######## led_rng_display ########
**led_rng_display: wiring by layer**

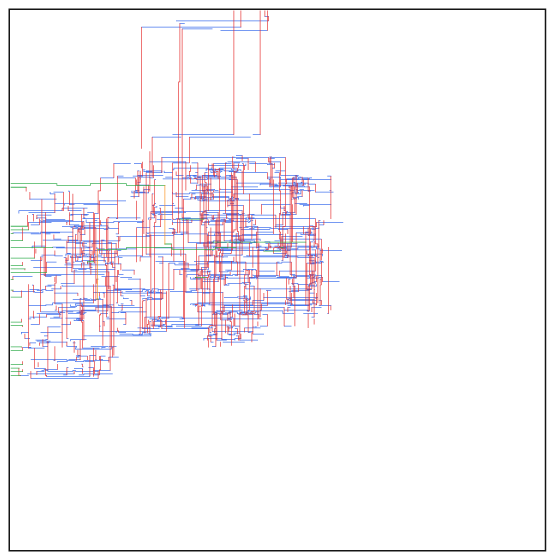

<file path="src/rtl/led_rng_pkg.sv">
// Shared definitions for the RNG-driven LED display: mode encoding,
// prescaler width helper and an elaboration-time parameter check.
// Latency / backpressure: n/a (package only).

// Expands to a named generate block that aborts elaboration when cond is false.
`define LED_RNG_PARAM_CHECK(label, cond, msg) \
    if (!(cond)) begin : label \
        $error(msg); \
    end

package led_rng_pkg;

    typedef enum logic [1:0] {
        MODE_SNAPSHOT = 2'd0,
        MODE_SCROLL   = 2'd1,
        MODE_PWM      = 2'd2,
        MODE_RSVD     = 2'd3
    } mode_e;

    // Prescaler counter width; never narrower than one bit.
    function automatic int prescaler_width(input int period);
        int w;
        w = $clog2(period);
        return (w < 1) ? 1 : w;
    endfunction

endpackage

</file>
<file path="src/rtl/led_pwm_channel.sv">
// One PWM LED channel: holds a duty value and compares it with the shared frame counter.
// Latency: duty loads on the edge after load=1; led is combinational from duty and pwm_cnt.
// Backpressure: none; load is accepted whenever enable=1.
//
// Ports:
//   clock, reset_n   clock and async active-low reset (clears duty)
//   enable           0 = hold duty
//   load             capture duty_in into duty
//   duty_in          new duty value
//   pwm_cnt          shared frame counter from the top level
//   led              1 while pwm_cnt < duty
module led_pwm_channel
    import led_rng_pkg::*;
#(
    parameter int PWM_BITS = 4
) (
    input  logic                clock,
    input  logic                reset_n,
    input  logic                enable,
    input  logic                load,
    input  logic [PWM_BITS-1:0] duty_in,
    input  logic [PWM_BITS-1:0] pwm_cnt,
    output logic                led
);

    logic [PWM_BITS-1:0] duty;

    always_ff @(posedge clock or negedge reset_n) begin
        if (!reset_n) begin
            duty <= '0;
        end else if (enable && load) begin
            duty <= duty_in;
        end
    end

    // Strict compare: duty 0 never lights, max duty is dark for one slot per frame.
    assign led = (pwm_cnt < duty);

endmodule

</file>
<file path="src/rtl/led_rng_display.sv">
// LED driver consuming one RNG word per prescaler period in snapshot, scroll or PWM mode.
// Latency: leds update on the edge after the consuming cycle (rng_take=1); PWM leds refresh every cycle.
// Backpressure: a tick without rng_valid is remembered as pending; the prescaler never stalls.
//
// Ports:
//   clock, reset_n   clock and async active-low reset
//   enable           1 = run, 0 = freeze all state
//   mode             0 snapshot, 1 scroll, 2 PWM, 3 behaves as snapshot
//   rng_word         random data; rng_valid marks it usable
//   rng_take         combinational pulse on the cycle rng_word is consumed
//   leds             registered LED drive
module led_rng_display
    import led_rng_pkg::*;
#(
    parameter int NUM_LEDS      = 4,
    parameter int PERIOD_CYCLES = 200000000,
    parameter int PWM_BITS      = 4,
    parameter int RNG_WIDTH     = 512
) (
    input  logic                 clock,
    input  logic                 reset_n,
    input  logic                 enable,
    input  logic [1:0]           mode,
    input  logic [RNG_WIDTH-1:0] rng_word,
    input  logic                 rng_valid,
    output logic                 rng_take,
    output logic [NUM_LEDS-1:0]  leds
);

    `LED_RNG_PARAM_CHECK(g_err_num_leds, (NUM_LEDS >= 1) && (NUM_LEDS <= 32), "NUM_LEDS must be 1..32")
    `LED_RNG_PARAM_CHECK(g_err_pwm_bits, (PWM_BITS >= 1) && (PWM_BITS <= 8), "PWM_BITS must be 1..8")
    `LED_RNG_PARAM_CHECK(g_err_period, PERIOD_CYCLES >= 2, "PERIOD_CYCLES must be at least 2")
    `LED_RNG_PARAM_CHECK(g_err_width, RNG_WIDTH >= NUM_LEDS * PWM_BITS, "RNG_WIDTH too small for NUM_LEDS*PWM_BITS")

    localparam int PCW = prescaler_width(PERIOD_CYCLES);
    localparam logic [PCW-1:0] CNT_LAST = PCW'(PERIOD_CYCLES - 1);

    mode_e                mode_q;
    logic [PCW-1:0]       cnt;
    logic                 pending;
    logic [PWM_BITS-1:0]  pwm_cnt;
    logic [NUM_LEDS-1:0]  leds_nxt;
    logic [NUM_LEDS-1:0]  pwm_leds;
    logic [NUM_LEDS-1:0]  scroll_val;
    logic                 mode_chg;
    logic                 tick;
    logic                 update;
    logic                 unused_rng_bits;

    assign unused_rng_bits = ^rng_word;

    // A mode change pre-empts everything else in that cycle, including a tick.
    assign mode_chg = enable && (mode != mode_q);
    assign tick     = enable && (cnt == CNT_LAST);
    assign update   = enable && !mode_chg && (tick || pending) && rng_valid;
    assign rng_take = update;

    generate
        if (NUM_LEDS == 1) begin : g_scroll_one
            assign scroll_val = rng_word[0];
        end else begin : g_scroll_many
            assign scroll_val = {leds[NUM_LEDS-2:0], rng_word[0]};
        end
    endgenerate

    generate
        for (genvar i = 0; i < NUM_LEDS; i++) begin : g_chan
            led_pwm_channel #(
                .PWM_BITS (PWM_BITS)
            ) u_chan (
                .clock   (clock),
                .reset_n (reset_n),
                .enable  (enable),
                .load    (update && (mode_q == MODE_PWM)),
                .duty_in (rng_word[i*PWM_BITS +: PWM_BITS]),
                .pwm_cnt (pwm_cnt),
                .led     (pwm_leds[i])
            );
        end
    endgenerate

    // leds keep their value through a mode change; PWM refreshes every cycle,
    // the other modes only on an update.
    always_comb begin
        leds_nxt = leds;
        if (!mode_chg) begin
            case (mode_q)
                MODE_PWM:    leds_nxt = pwm_leds;
                MODE_SCROLL: if (update) leds_nxt = scroll_val;
                default:     if (update) leds_nxt = rng_word[NUM_LEDS-1:0];
            endcase
        end
    end

    always_ff @(posedge clock or negedge reset_n) begin
        if (!reset_n) begin
            mode_q  <= MODE_SNAPSHOT;
            cnt     <= '0;
            pending <= 1'b0;
            pwm_cnt <= '0;
            leds    <= '0;
        end else if (enable) begin
            mode_q <= mode_e'(mode);
            leds   <= leds_nxt;
            if (mode_chg) begin
                cnt     <= '0;
                pwm_cnt <= '0;
                pending <= 1'b0;
            end else begin
                cnt     <= tick ? '0 : cnt + PCW'(1);
                pwm_cnt <= pwm_cnt + PWM_BITS'(1);
                if (update) begin
                    pending <= 1'b0;
                end else if (tick) begin
                    pending <= 1'b1;
                end
            end
        end
    end

endmodule
</file>
<file path="config.mk">
export PLATFORM = sky130hd
export DESIGN_NAME = led_rng_display
export DESIGN_NICKNAME = d
export VERILOG_FILES = /design/src/rtl/led_rng_pkg.sv /design/src/rtl/led_pwm_channel.sv /design/src/rtl/led_rng_display.sv
export SDC_FILE = /design/constraint.sdc
export NUM_CORES = 1
export LEC_CHECK = 0
export CAP_MARGIN = 20
export CORE_AREA = 2 2 203 205
export CTS_BUF_LIST = sky130_fd_sc_hd__clkbuf_8
export DETAILED_ROUTE_END_ITERATION = 8
export DIE_AREA = 0 0 205 207
export GPL_TIMING_DRIVEN = 0
export PLACE_DENSITY = 0.4
export SETUP_SLACK_MARGIN = 0.05
export SLEW_MARGIN = 20
export SYNTH_ARGS = -nofsm -noshare
export SYNTH_HDL_FRONTEND = slang
export SYNTH_SLANG_ARGS = --single-unit
export TNS_END_PERCENT = 5
</file>
<file path="constraint.sdc">
create_clock -name clock -period 6.7 [get_ports clock]
set_clock_uncertainty 0.15 [all_clocks]
set_input_delay 0.67 -clock clock [delete_from_list [all_inputs] [get_ports clock]]
set_output_delay 0.67 -clock clock [all_outputs]
set_load 0.02 [all_outputs]
</file>
######## dot_operand_loader ########
==> config.mk <==
export PLATFORM = sky130hd
export DESIGN_NAME = dot_operand_loader
export DESIGN_NICKNAME = d
export VERILOG_FILES = /design/src/rtl/dot_operand_loader.sv
export SDC_FILE = /design/constraint.sdc
export NUM_CORES = 1
export LEC_CHECK = 0
export CAP_MARGIN = 20
export CORE_ASPECT_RATIO = 1.25
export CORE_MARGIN = 4
export CORE_UTILIZATION = 30
export DETAILED_ROUTE_END_ITERATION = 6
export HOLD_SLACK_MARGIN = 0.15
export PLACE_DENSITY_LB_ADDON = 0.1
export SLEW_MARGIN = 20
export SYNTH_ARGS = -nofsm -noshare
export SYNTH_HDL_FRONTEND = slang
export SYNTH_SLANG_ARGS = --single-unit
==> constraint.sdc <==
create_clock -name clk -period 2.69 [get_ports clk]
set_input_delay 0.4035 -clock clk [delete_from_list [all_inputs] [get_ports clk]]
set_output_delay 0.4035 -clock clk [all_outputs]
set_load 0.01 [all_outputs]
==> src/rtl/dot_operand_loader.sv <==
// Byte-stream operand loader for the int8 dot-product engine: fills A then B, pulses start, captures the result.
// Optional feature macro LOADER_ZERO_PAD_EN: in_last ends a vector early and zero-fills its higher elements.

module dot_operand_loader #(
  parameter int VEC_LEN    = 32,
  parameter int DATA_W     = 8,
  parameter int RES_W      = 16,
  parameter int DONE_GUARD = VEC_LEN + 2
) (
  input  logic                      clk,
  input  logic                      rst,
  input  logic                      in_valid,
  output logic                      in_ready,
  input  logic [DATA_W-1:0]         in_data,
  input  logic                      in_last,
  output logic [VEC_LEN*DATA_W-1:0] a_vec,
  output logic [VEC_LEN*DATA_W-1:0] b_vec,
  output logic                      dot_start,
  input  logic                      dot_done,
  input  logic [RES_W-1:0]          dot_result,
  output logic                      res_valid,
  input  logic                      res_ready,
  output logic [RES_W-1:0]          res_data,
  output logic                      busy
);

  localparam int IDX_W   = $clog2(VEC_LEN) + 1;
  localparam int GUARD_W = $clog2(DONE_GUARD + 1);

  typedef enum logic [2:0] {LOAD_A, LOAD_B, START, WAIT, OUT} state_t;

  state_t             state_reg, state_next;
  logic [IDX_W-1:0]   idx_reg, idx_next;
  logic [GUARD_W-1:0] guard_reg, guard_next;
  logic [RES_W-1:0]   res_data_reg;
  logic               xfer;
  logic               vec_end;
  logic               capture;

  assign in_ready = (state_reg == LOAD_A) || (state_reg == LOAD_B);
  assign xfer     = in_valid && in_ready;

`ifdef LOADER_ZERO_PAD_EN
  assign vec_end = (idx_reg == IDX_W'(VEC_LEN - 1)) || in_last;
`else
  assign vec_end = (idx_reg == IDX_W'(VEC_LEN - 1));
  logic unused_in_last;
  assign unused_in_last = in_last;
`endif

  always_comb begin
    state_next = state_reg;
    idx_next   = idx_reg;
    guard_next = guard_reg;
    capture    = 1'b0;
    case (state_reg)
      LOAD_A, LOAD_B: begin
        if (xfer) begin
          if (vec_end) begin
            idx_next   = '0;
            state_next = (state_reg == LOAD_A) ? LOAD_B : START;
          end else begin
            idx_next = idx_reg + IDX_W'(1);
          end
        end
      end
      START: begin
        guard_next = GUARD_W'(DONE_GUARD);
        state_next = WAIT;
      end
      WAIT: begin
        // A done that is still high from an earlier operation is masked until the guard runs out.
        if (guard_reg != '0) begin
          guard_next = guard_reg - GUARD_W'(1);
        end else if (dot_done) begin
          capture    = 1'b1;
          state_next = OUT;
        end
      end
      OUT: begin
        if (res_ready) begin
          idx_next   = '0;
          state_next = LOAD_A;
        end
      end
      default: begin
        idx_next   = '0;
        state_next = LOAD_A;
      end
    endcase
  end

  always_ff @(posedge clk) begin
    if (rst) begin
      state_reg    <= LOAD_A;
      idx_reg      <= '0;
      guard_reg    <= '0;
      res_data_reg <= '0;
    end else begin
      state_reg <= state_next;
      idx_reg   <= idx_next;
      guard_reg <= guard_next;
      if (capture) begin
        res_data_reg <= dot_result;
      end
    end
  end

  assign dot_start = (state_reg == START);
  assign res_valid = (state_reg == OUT);
  assign res_data  = res_data_reg;
  assign busy      = !((state_reg == LOAD_A) && (idx_reg == '0));

  genvar gi;
  generate
    for (gi = 0; gi < VEC_LEN; gi++) begin : g_elem
      logic [DATA_W-1:0] a_elem_reg;
      logic [DATA_W-1:0] b_elem_reg;
      logic              hit;
      logic              clr;

      assign hit = xfer && (idx_reg == IDX_W'(gi));
`ifdef LOADER_ZERO_PAD_EN
      assign clr = xfer && in_last && (idx_reg < IDX_W'(gi));
`else
      assign clr = 1'b0;
`endif

      always_ff @(posedge clk) begin
        if (rst) begin
          a_elem_reg <= '0;
          b_elem_reg <= '0;
        end else begin
          if (state_reg == LOAD_A) begin
            if (hit) begin
              a_elem_reg <= in_data;
            end else if (clr) begin
              a_elem_reg <= '0;
            end
          end
          if (state_reg == LOAD_B) begin
            if (hit) begin
              b_elem_reg <= in_data;
            end else if (clr) begin
              b_elem_reg <= '0;
            end
          end
        end
      end

      assign a_vec[gi*DATA_W +: DATA_W] = a_elem_reg;
      assign b_vec[gi*DATA_W +: DATA_W] = b_elem_reg;
    end
  endgenerate

endmodule

######## bmf_h_decoder_seq ########
<file path="src/rtl/bmf_h_decoder_seq.sv">
// Programmable Boolean-matrix decompressor: expands a K-bit latent word through a run-time loaded
// K x M matrix H (OR or GF(2) semiring) in a two-stage valid/ready pipeline.
module bmf_h_decoder_seq #(
    parameter int unsigned K        = 7,
    parameter int unsigned M        = 8,
    parameter int unsigned SEMIRING = 0,
    localparam int unsigned AW      = (K > 1) ? $clog2(K) : 1
) (
    input  logic          clk,
    input  logic          rst,
    input  logic          cfg_we,
    input  logic [AW-1:0] cfg_addr,
    input  logic [M-1:0]  cfg_data,
    input  logic          cfg_done,
    input  logic          cfg_clear,
    output logic          cfg_err,
    output logic          running,
    input  logic          in_valid,
    output logic          in_ready,
    input  logic [K-1:0]  in_k,
    output logic          out_valid,
    input  logic          out_ready,
    output logic [M-1:0]  out_data
);

    typedef enum logic [1:0] {
        ST_CFG   = 2'd0,
        ST_RUN   = 2'd1,
        ST_DRAIN = 2'd2
    } state_t;

    state_t               state;
    logic [K-1:0][M-1:0]  h;
    logic [K-1:0][M-1:0]  pp;
    logic [K-1:0][M-1:0]  prod;
    logic [K-1:0]         rows_written;
    logic [K-1:0]         rows_nx;
    logic                 s1_valid;
    logic                 s1_load;
    logic                 s2_load;
    logic                 in_fire;
    logic                 addr_ok;
    logic                 cfg_write;
    logic [M-1:0]         reduced;

    // Handshake, config-write qualification and row tracking including a same-cycle write.
    always_comb begin
        s2_load   = !out_valid || out_ready;
        s1_load   = !s1_valid || s2_load;
        in_ready  = running && s1_load;
        in_fire   = in_valid && in_ready;
        addr_ok   = 32'(cfg_addr) < K;
        cfg_write = (state == ST_CFG) && cfg_we && addr_ok;
        rows_nx   = rows_written;
        if (cfg_write) begin
            rows_nx[cfg_addr] = 1'b1;
        end
    end

    // Partial products k[i] & H[i][j] captured by stage 1.
    always_comb begin
        prod = '0;
        for (int i = 0; i < int'(K); i++) begin
            prod[i] = in_k[i] ? h[i] : '0;
        end
    end

    // Column reduction performed in front of stage 2.
    always_comb begin
        reduced = '0;
        for (int j = 0; j < int'(M); j++) begin
            for (int i = 0; i < int'(K); i++) begin
                if (SEMIRING == 0) begin
                    reduced[j] = reduced[j] | pp[i][j];
                end else begin
                    reduced[j] = reduced[j] ^ pp[i][j];
                end
            end
        end
    end

    always_ff @(posedge clk) begin
        if (rst) begin
            state        <= ST_CFG;
            h            <= '0;
            rows_written <= '0;
            cfg_err      <= 1'b0;
            running      <= 1'b0;
            s1_valid     <= 1'b0;
            pp           <= '0;
            out_valid    <= 1'b0;
            out_data     <= '0;
        end else begin
            case (state)
                ST_CFG: begin
                    if (cfg_write) begin
                        h[cfg_addr] <= cfg_data;
                    end
                    if (cfg_we && !addr_ok) begin
                        cfg_err <= 1'b1;
                    end
                    rows_written <= rows_nx;
                    if (cfg_done) begin
                        if (&rows_nx) begin
                            state   <= ST_RUN;
                            running <= 1'b1;
                        end else begin
                            cfg_err <= 1'b1;
                        end
                    end
                end
                ST_RUN: begin
                    if (cfg_we) begin
                        cfg_err <= 1'b1;
                    end
                    if (cfg_clear) begin
                        state   <= ST_DRAIN;
                        running <= 1'b0;
                    end
                end
                ST_DRAIN: begin
                    if (cfg_we) begin
                        cfg_err <= 1'b1;
                    end
                    if (!s1_valid && !out_valid) begin
                        state <= ST_CFG;
                    end
                end
                default: begin
                    state   <= ST_CFG;
                    running <= 1'b0;
                end
            endcase

            // Stage 1 refills whenever it is empty or its word moves on.
            if (s1_load) begin
                s1_valid <= in_fire;
                if (in_fire) begin
                    pp <= prod;
                end
            end
            if (s2_load) begin
                out_valid <= s1_valid;
                if (s1_valid) begin
                    out_data <= reduced;
                end
            end
        end
    end

endmodule

</file>
<file path="config.mk">
export PLATFORM = sky130hd
export DESIGN_NAME = bmf_h_decoder_seq
export DESIGN_NICKNAME = d
export VERILOG_FILES = /design/src/rtl/bmf_h_decoder_seq.sv
export SDC_FILE = /design/constraint.sdc
export NUM_CORES = 1
export LEC_CHECK = 0
export CORE_UTILIZATION = 35
export CTS_CLUSTER_SIZE = 30
export DETAILED_ROUTE_END_ITERATION = 6
export GPL_TIMING_DRIVEN = 0
export HOLD_SLACK_MARGIN = 0.06
export PLACE_DENSITY = 0.61
export SETUP_SLACK_MARGIN = 0.05
export SLEW_MARGIN = 30
export SYNTH_ARGS = -nofsm -noshare
export SYNTH_HDL_FRONTEND = slang
export SYNTH_SLANG_ARGS = --single-unit
</file>
<file path="constraint.sdc">
create_clock -name clk -period 2.24 [get_ports clk]
set_input_delay 0.448 -clock clk [delete_from_list [all_inputs] [get_ports clk]]
set_output_delay 0.448 -clock clk [all_outputs]
set_load 0.02 [all_outputs]
</file>

==> notes/layouts.md <==
Pictures saved along the way, in no particular order.

Supply network.
picture 1
The bar under the picture is 50 µm long. Pins as bars on the die edge. Tap cells in grey.
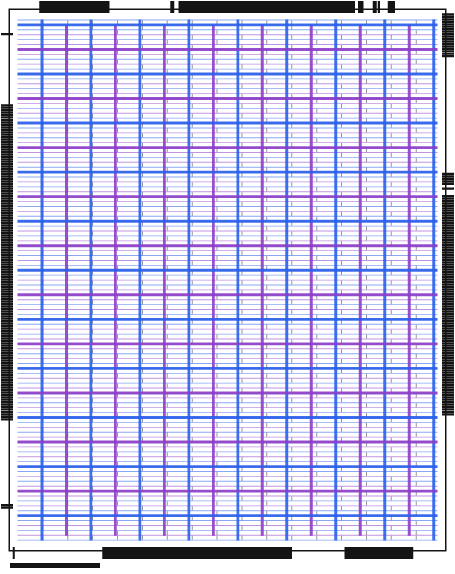
picture 2
The bar under the picture is 20 µm long. Pins as bars on the die edge. Tap cells in grey.
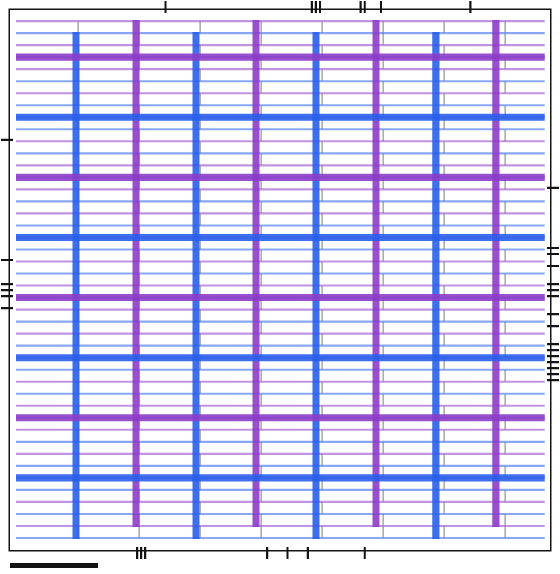
picture 3
The bar under the picture is 50 µm long. Pins as bars on the die edge. Tap cells in grey.
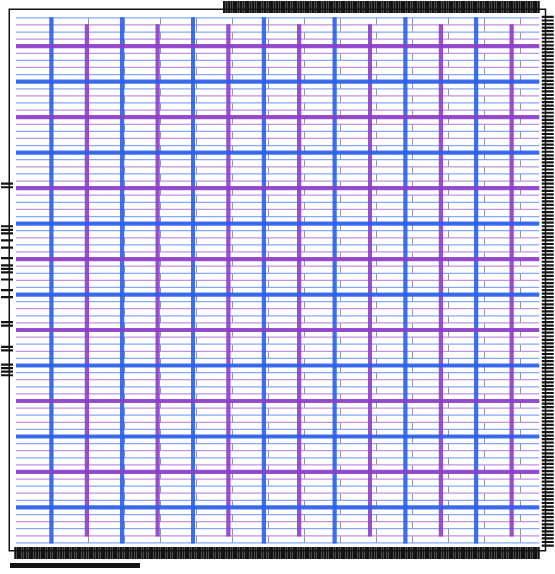
- smallest die: picture 2
- fewest pins: picture 2
picture 1 -> dot_operand_loader
picture 2 -> bmf_h_decoder_seq
picture 3 -> led_rng_display

**led_rng_display: routed clock nets over the placement**

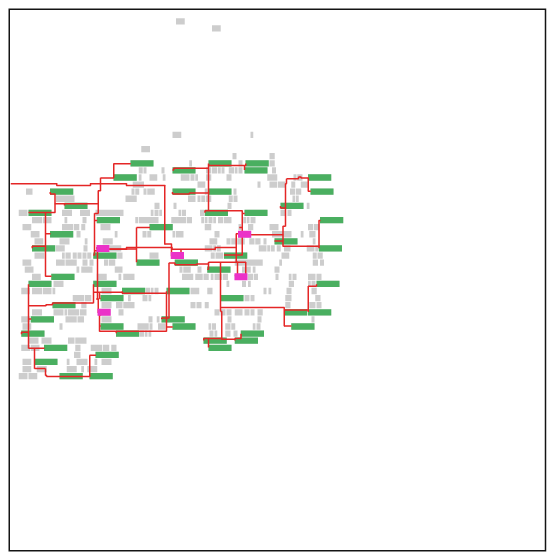
Key: magenta = clock-net drivers [count 5]; green = flip-flops [count 55]; red = clock wires [length 913 µm]
There are 6 routed clock nets.
clk pwr: 0.273 mW
Worst-Skew Late Latency: 320 ps

About 'wiring by layer' of led_rng_display:
Key: red = M2 [wire length 3810 µm]; orange = M4 [wire length 41.5 µm]; blue = M1 [wire length 4310 µm]; green = M3 [wire length 287 µm]
total wire length: 8.45 mm
DR vias: 2516
GRT Overall Usage: 0.0405
Routed wire per std cell: 9.55 µm

==> out/qor.txt, led_rng_display <==
status: completed
Cell Count, Final, Fillers Out: 885
MUX area fraction: 0.0786
fin util: 0.104
biggest area cells: dfrtp_1, mux2_2, ha_1
Commonest Layout Cell: dfrtp_1
worst reg2reg setup slack: 3590 ps
Final Wtd Congestion: 0.687
Filler cells: 4697
Area-dominant class: combinational gates
CTS buffer count: 5
Hold Crit Class: input port to async pin
Placed Instances: 877
vias per inst: 2.84
antenna violations before repair: 0
CTS tree: built
Init Core Util: 0.0773
Reg2Reg Depth: 6
non-clk buf share: 0.0764
# DRC: 0
Dominant Register Cell: dfrtp_1
Core ar.: 40400 µm²
Leakage: 1.53 nW
total number of cells along the worst setup path: 5
Crit Path Max Fanout: 7
Boundary Pins: 523
Fin Setup TNS: 0 ps
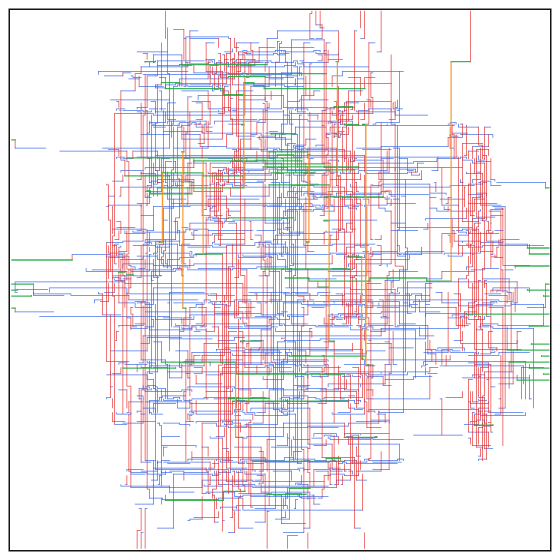
**Above:** bmf_h_decoder_seq (wiring by layer).
Key: blue = M1 [wire length 6390 µm]; green = M3 [wire length 734 µm]; orange = M4 [wire length 321 µm]; red = M2 [wire length 6130 µm]

**bmf_h_decoder_seq: cell classes on the final placement**

The bar under the picture is 20 µm long.
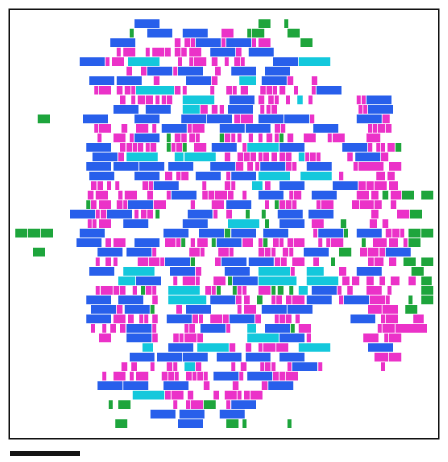
Key: green = remaining buffers and delay cells [cells 66, share of their area 7.1%]; cyan = clock drivers and dummy loads [cells 32, share of their area 11%]; magenta = remaining logic cells [cells 398, share of their area 38%]; blue = sequential cells [cells 133, share of their area 44%]
Seq/total area: 0.429
Core ar.: 14000 µm²
final instance area: 6210 µm²
fin util: 0.444
num rows: 43

==> out/qor.txt, bmf_h_decoder_seq <==
status: completed
P_sw: 1.21 mW
vias in the first global route: 3871
Filler cells: 1349
GRT met2 Usage: 0.297
logic area: 2260 µm²
CTS buffer count: 17
Nets: 646
WL met2: 6.13 mm
# clk buffers: 21
Sw Ratio: 0.217
Crit Path Max Fanout: 4
Cell Count, Final, Fillers Out: 809
Max Clock Skew: 7.53 ps
Adders+Majority by Area: 0.0124
global-route wire length before repair: 20.9 mm
Overall Power: 5.55 mW
Async S/R FF share, synth: 0
drt initial violations: 300
Pwr Density: 893 nW/µm²
Well Taps: 180
final tally of hold violations: 0
Worst Tran Pin Value: 696 ps
Tool Warnings: 30
Non-clk bufs: 66
Max stage delay on crit path: 420 ps
syn avg cell area: 8.87 µm²
Post-synth EDFFs: 0
Routed wire per std cell: 16.8 µm
crit path DAT: 1650 ps
DP HPWL: 9.41 mm
Top Registers: h: 56 flops, pp: 56 flops, out_data: 8 flops
Compound Share, Synth: 0.0940
CTS clk-pin slew, worst paths: 60 ps
Hold Path Sink: pp[48]
Critical Path Sink: in_ready
hold buffers post-CTS: 0
die span in x: 122 µm
Final setup viols: 0
clock power share: 0.525
global route overflow: 0
Final Wtd Congestion: 0.806
clk buf depth: 2
cell breakdown of the critical path: clkdlybuf4s50_1 > nor2b_2 > nand2_2 > and2_1 > dlygate4sd2_1
area leader, netlist: dfxtp_1
CTS Root Cell: clkbuf_16
maximum clock rate: 0.477 GHz
headroom to the max-slew limit: 0.535
main logic family after synthesis: simple AND/OR/NAND/NOR gates
clk pwr: 2.91 mW
n_diodes: 0
Area Overhead vs Synth: 22.8%
Power Combinational: 0.227 mW
Top Metal Used: met4
met1 Use GR: 0.250
total sequential power: 2.41 mW
most frequent cells in the layout: dfxtp_1, nand2_1, nor2_1
total number of cells along the worst setup path: 5
CP required: 1790 ps
worst reg2reg setup slack: 170 ps
**dot_operand_loader: cell classes on the final placement**

The bar under the picture is 50 µm long.
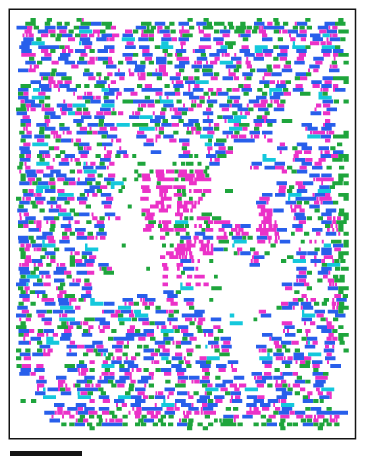
Key: blue = sequential cells [cells 543, share of their area 39%]; magenta = remaining logic cells [cells 1263, share of their area 32%]; green = remaining buffers and delay cells [cells 647, share of their area 23%]; cyan = clock drivers and dummy loads [cells 101, share of their area 6.8%]

==> out/qor.txt, dot_operand_loader <==
status: completed
cell breakdown of the critical path: or4_2 > or3_4 > buf_4
Cell Area, Synth: 20400 µm²
GRT Overall Usage: 0.203
CTS clk-pin slew, worst paths: 60 ps
top cells by count: dfxtp_1, nor2_1, mux2i_1
biggest area cells: dfxtp_1, mux2i_1, nor2_1
# clk buffers: 86
maximum VDD drop: 0.431 mV
top cell type's share of synthesized area: 0.534
Nets: 2547
clock-cell share of area: 0.0650
CTS H-tree lvls: 2
Reg area: 10900 µm²
CTS buffer count: 57
CTS tree: built
total wire length: 76.0 mm
multi-input gates: 1257
post-placement setup slack: 259 ps
Critical Path Sink: busy
Dominant Register Cell: dfxtp_1
Boundary Pins: 562
total number of cells along the worst setup path: 3
MUX area fraction: 0.252
DP HPWL: 51.6 mm
chip area: 72100 µm²
final instance area: 29200 µm²
num rows: 106
Final setup viols: 0
#FFs+latches synth: 543
WL met2: 37.2 mm
Top delay family on crit path: simple AND/OR/NAND/NOR gates
global route overflow: 0
main logic family after synthesis: multiplexers
CP required: 2290 ps
Worst-Skew Late Latency: 610 ps


==> layout pictures side by side <==
Routing congestion.
image #1
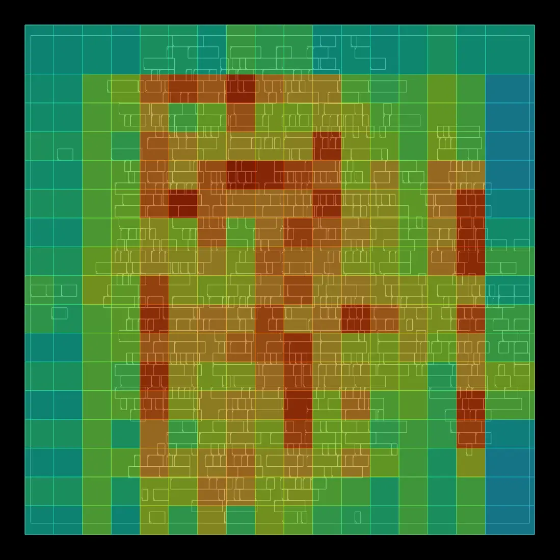
image #2
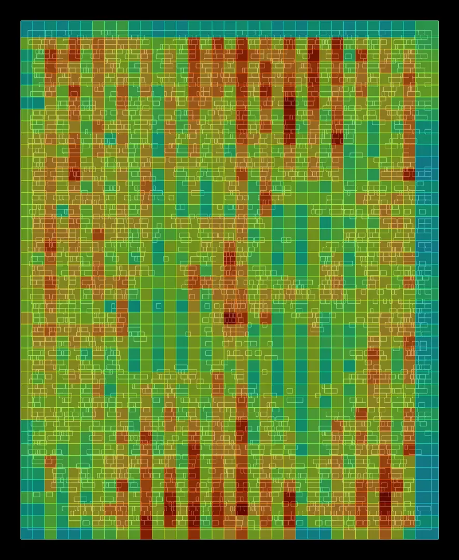
image #3
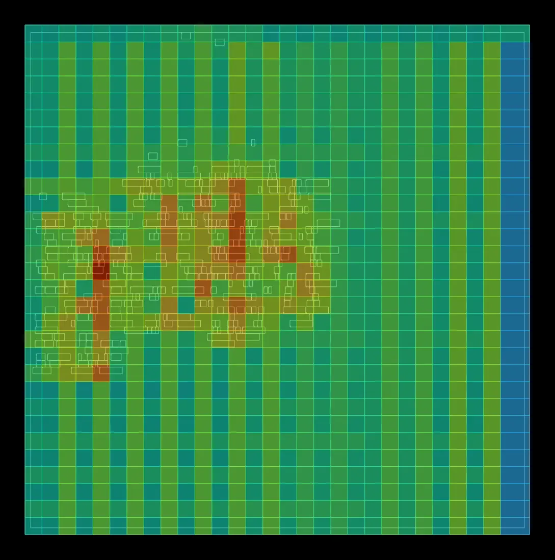
led_rng_display -> image #3
bmf_h_decoder_seq -> image #1
dot_operand_loader -> image #2
The one with the lowest track usage is image #3.
The one with the lowest utilization is image #3.

No activity file was given, so power comes from the tool's default toggle rates.
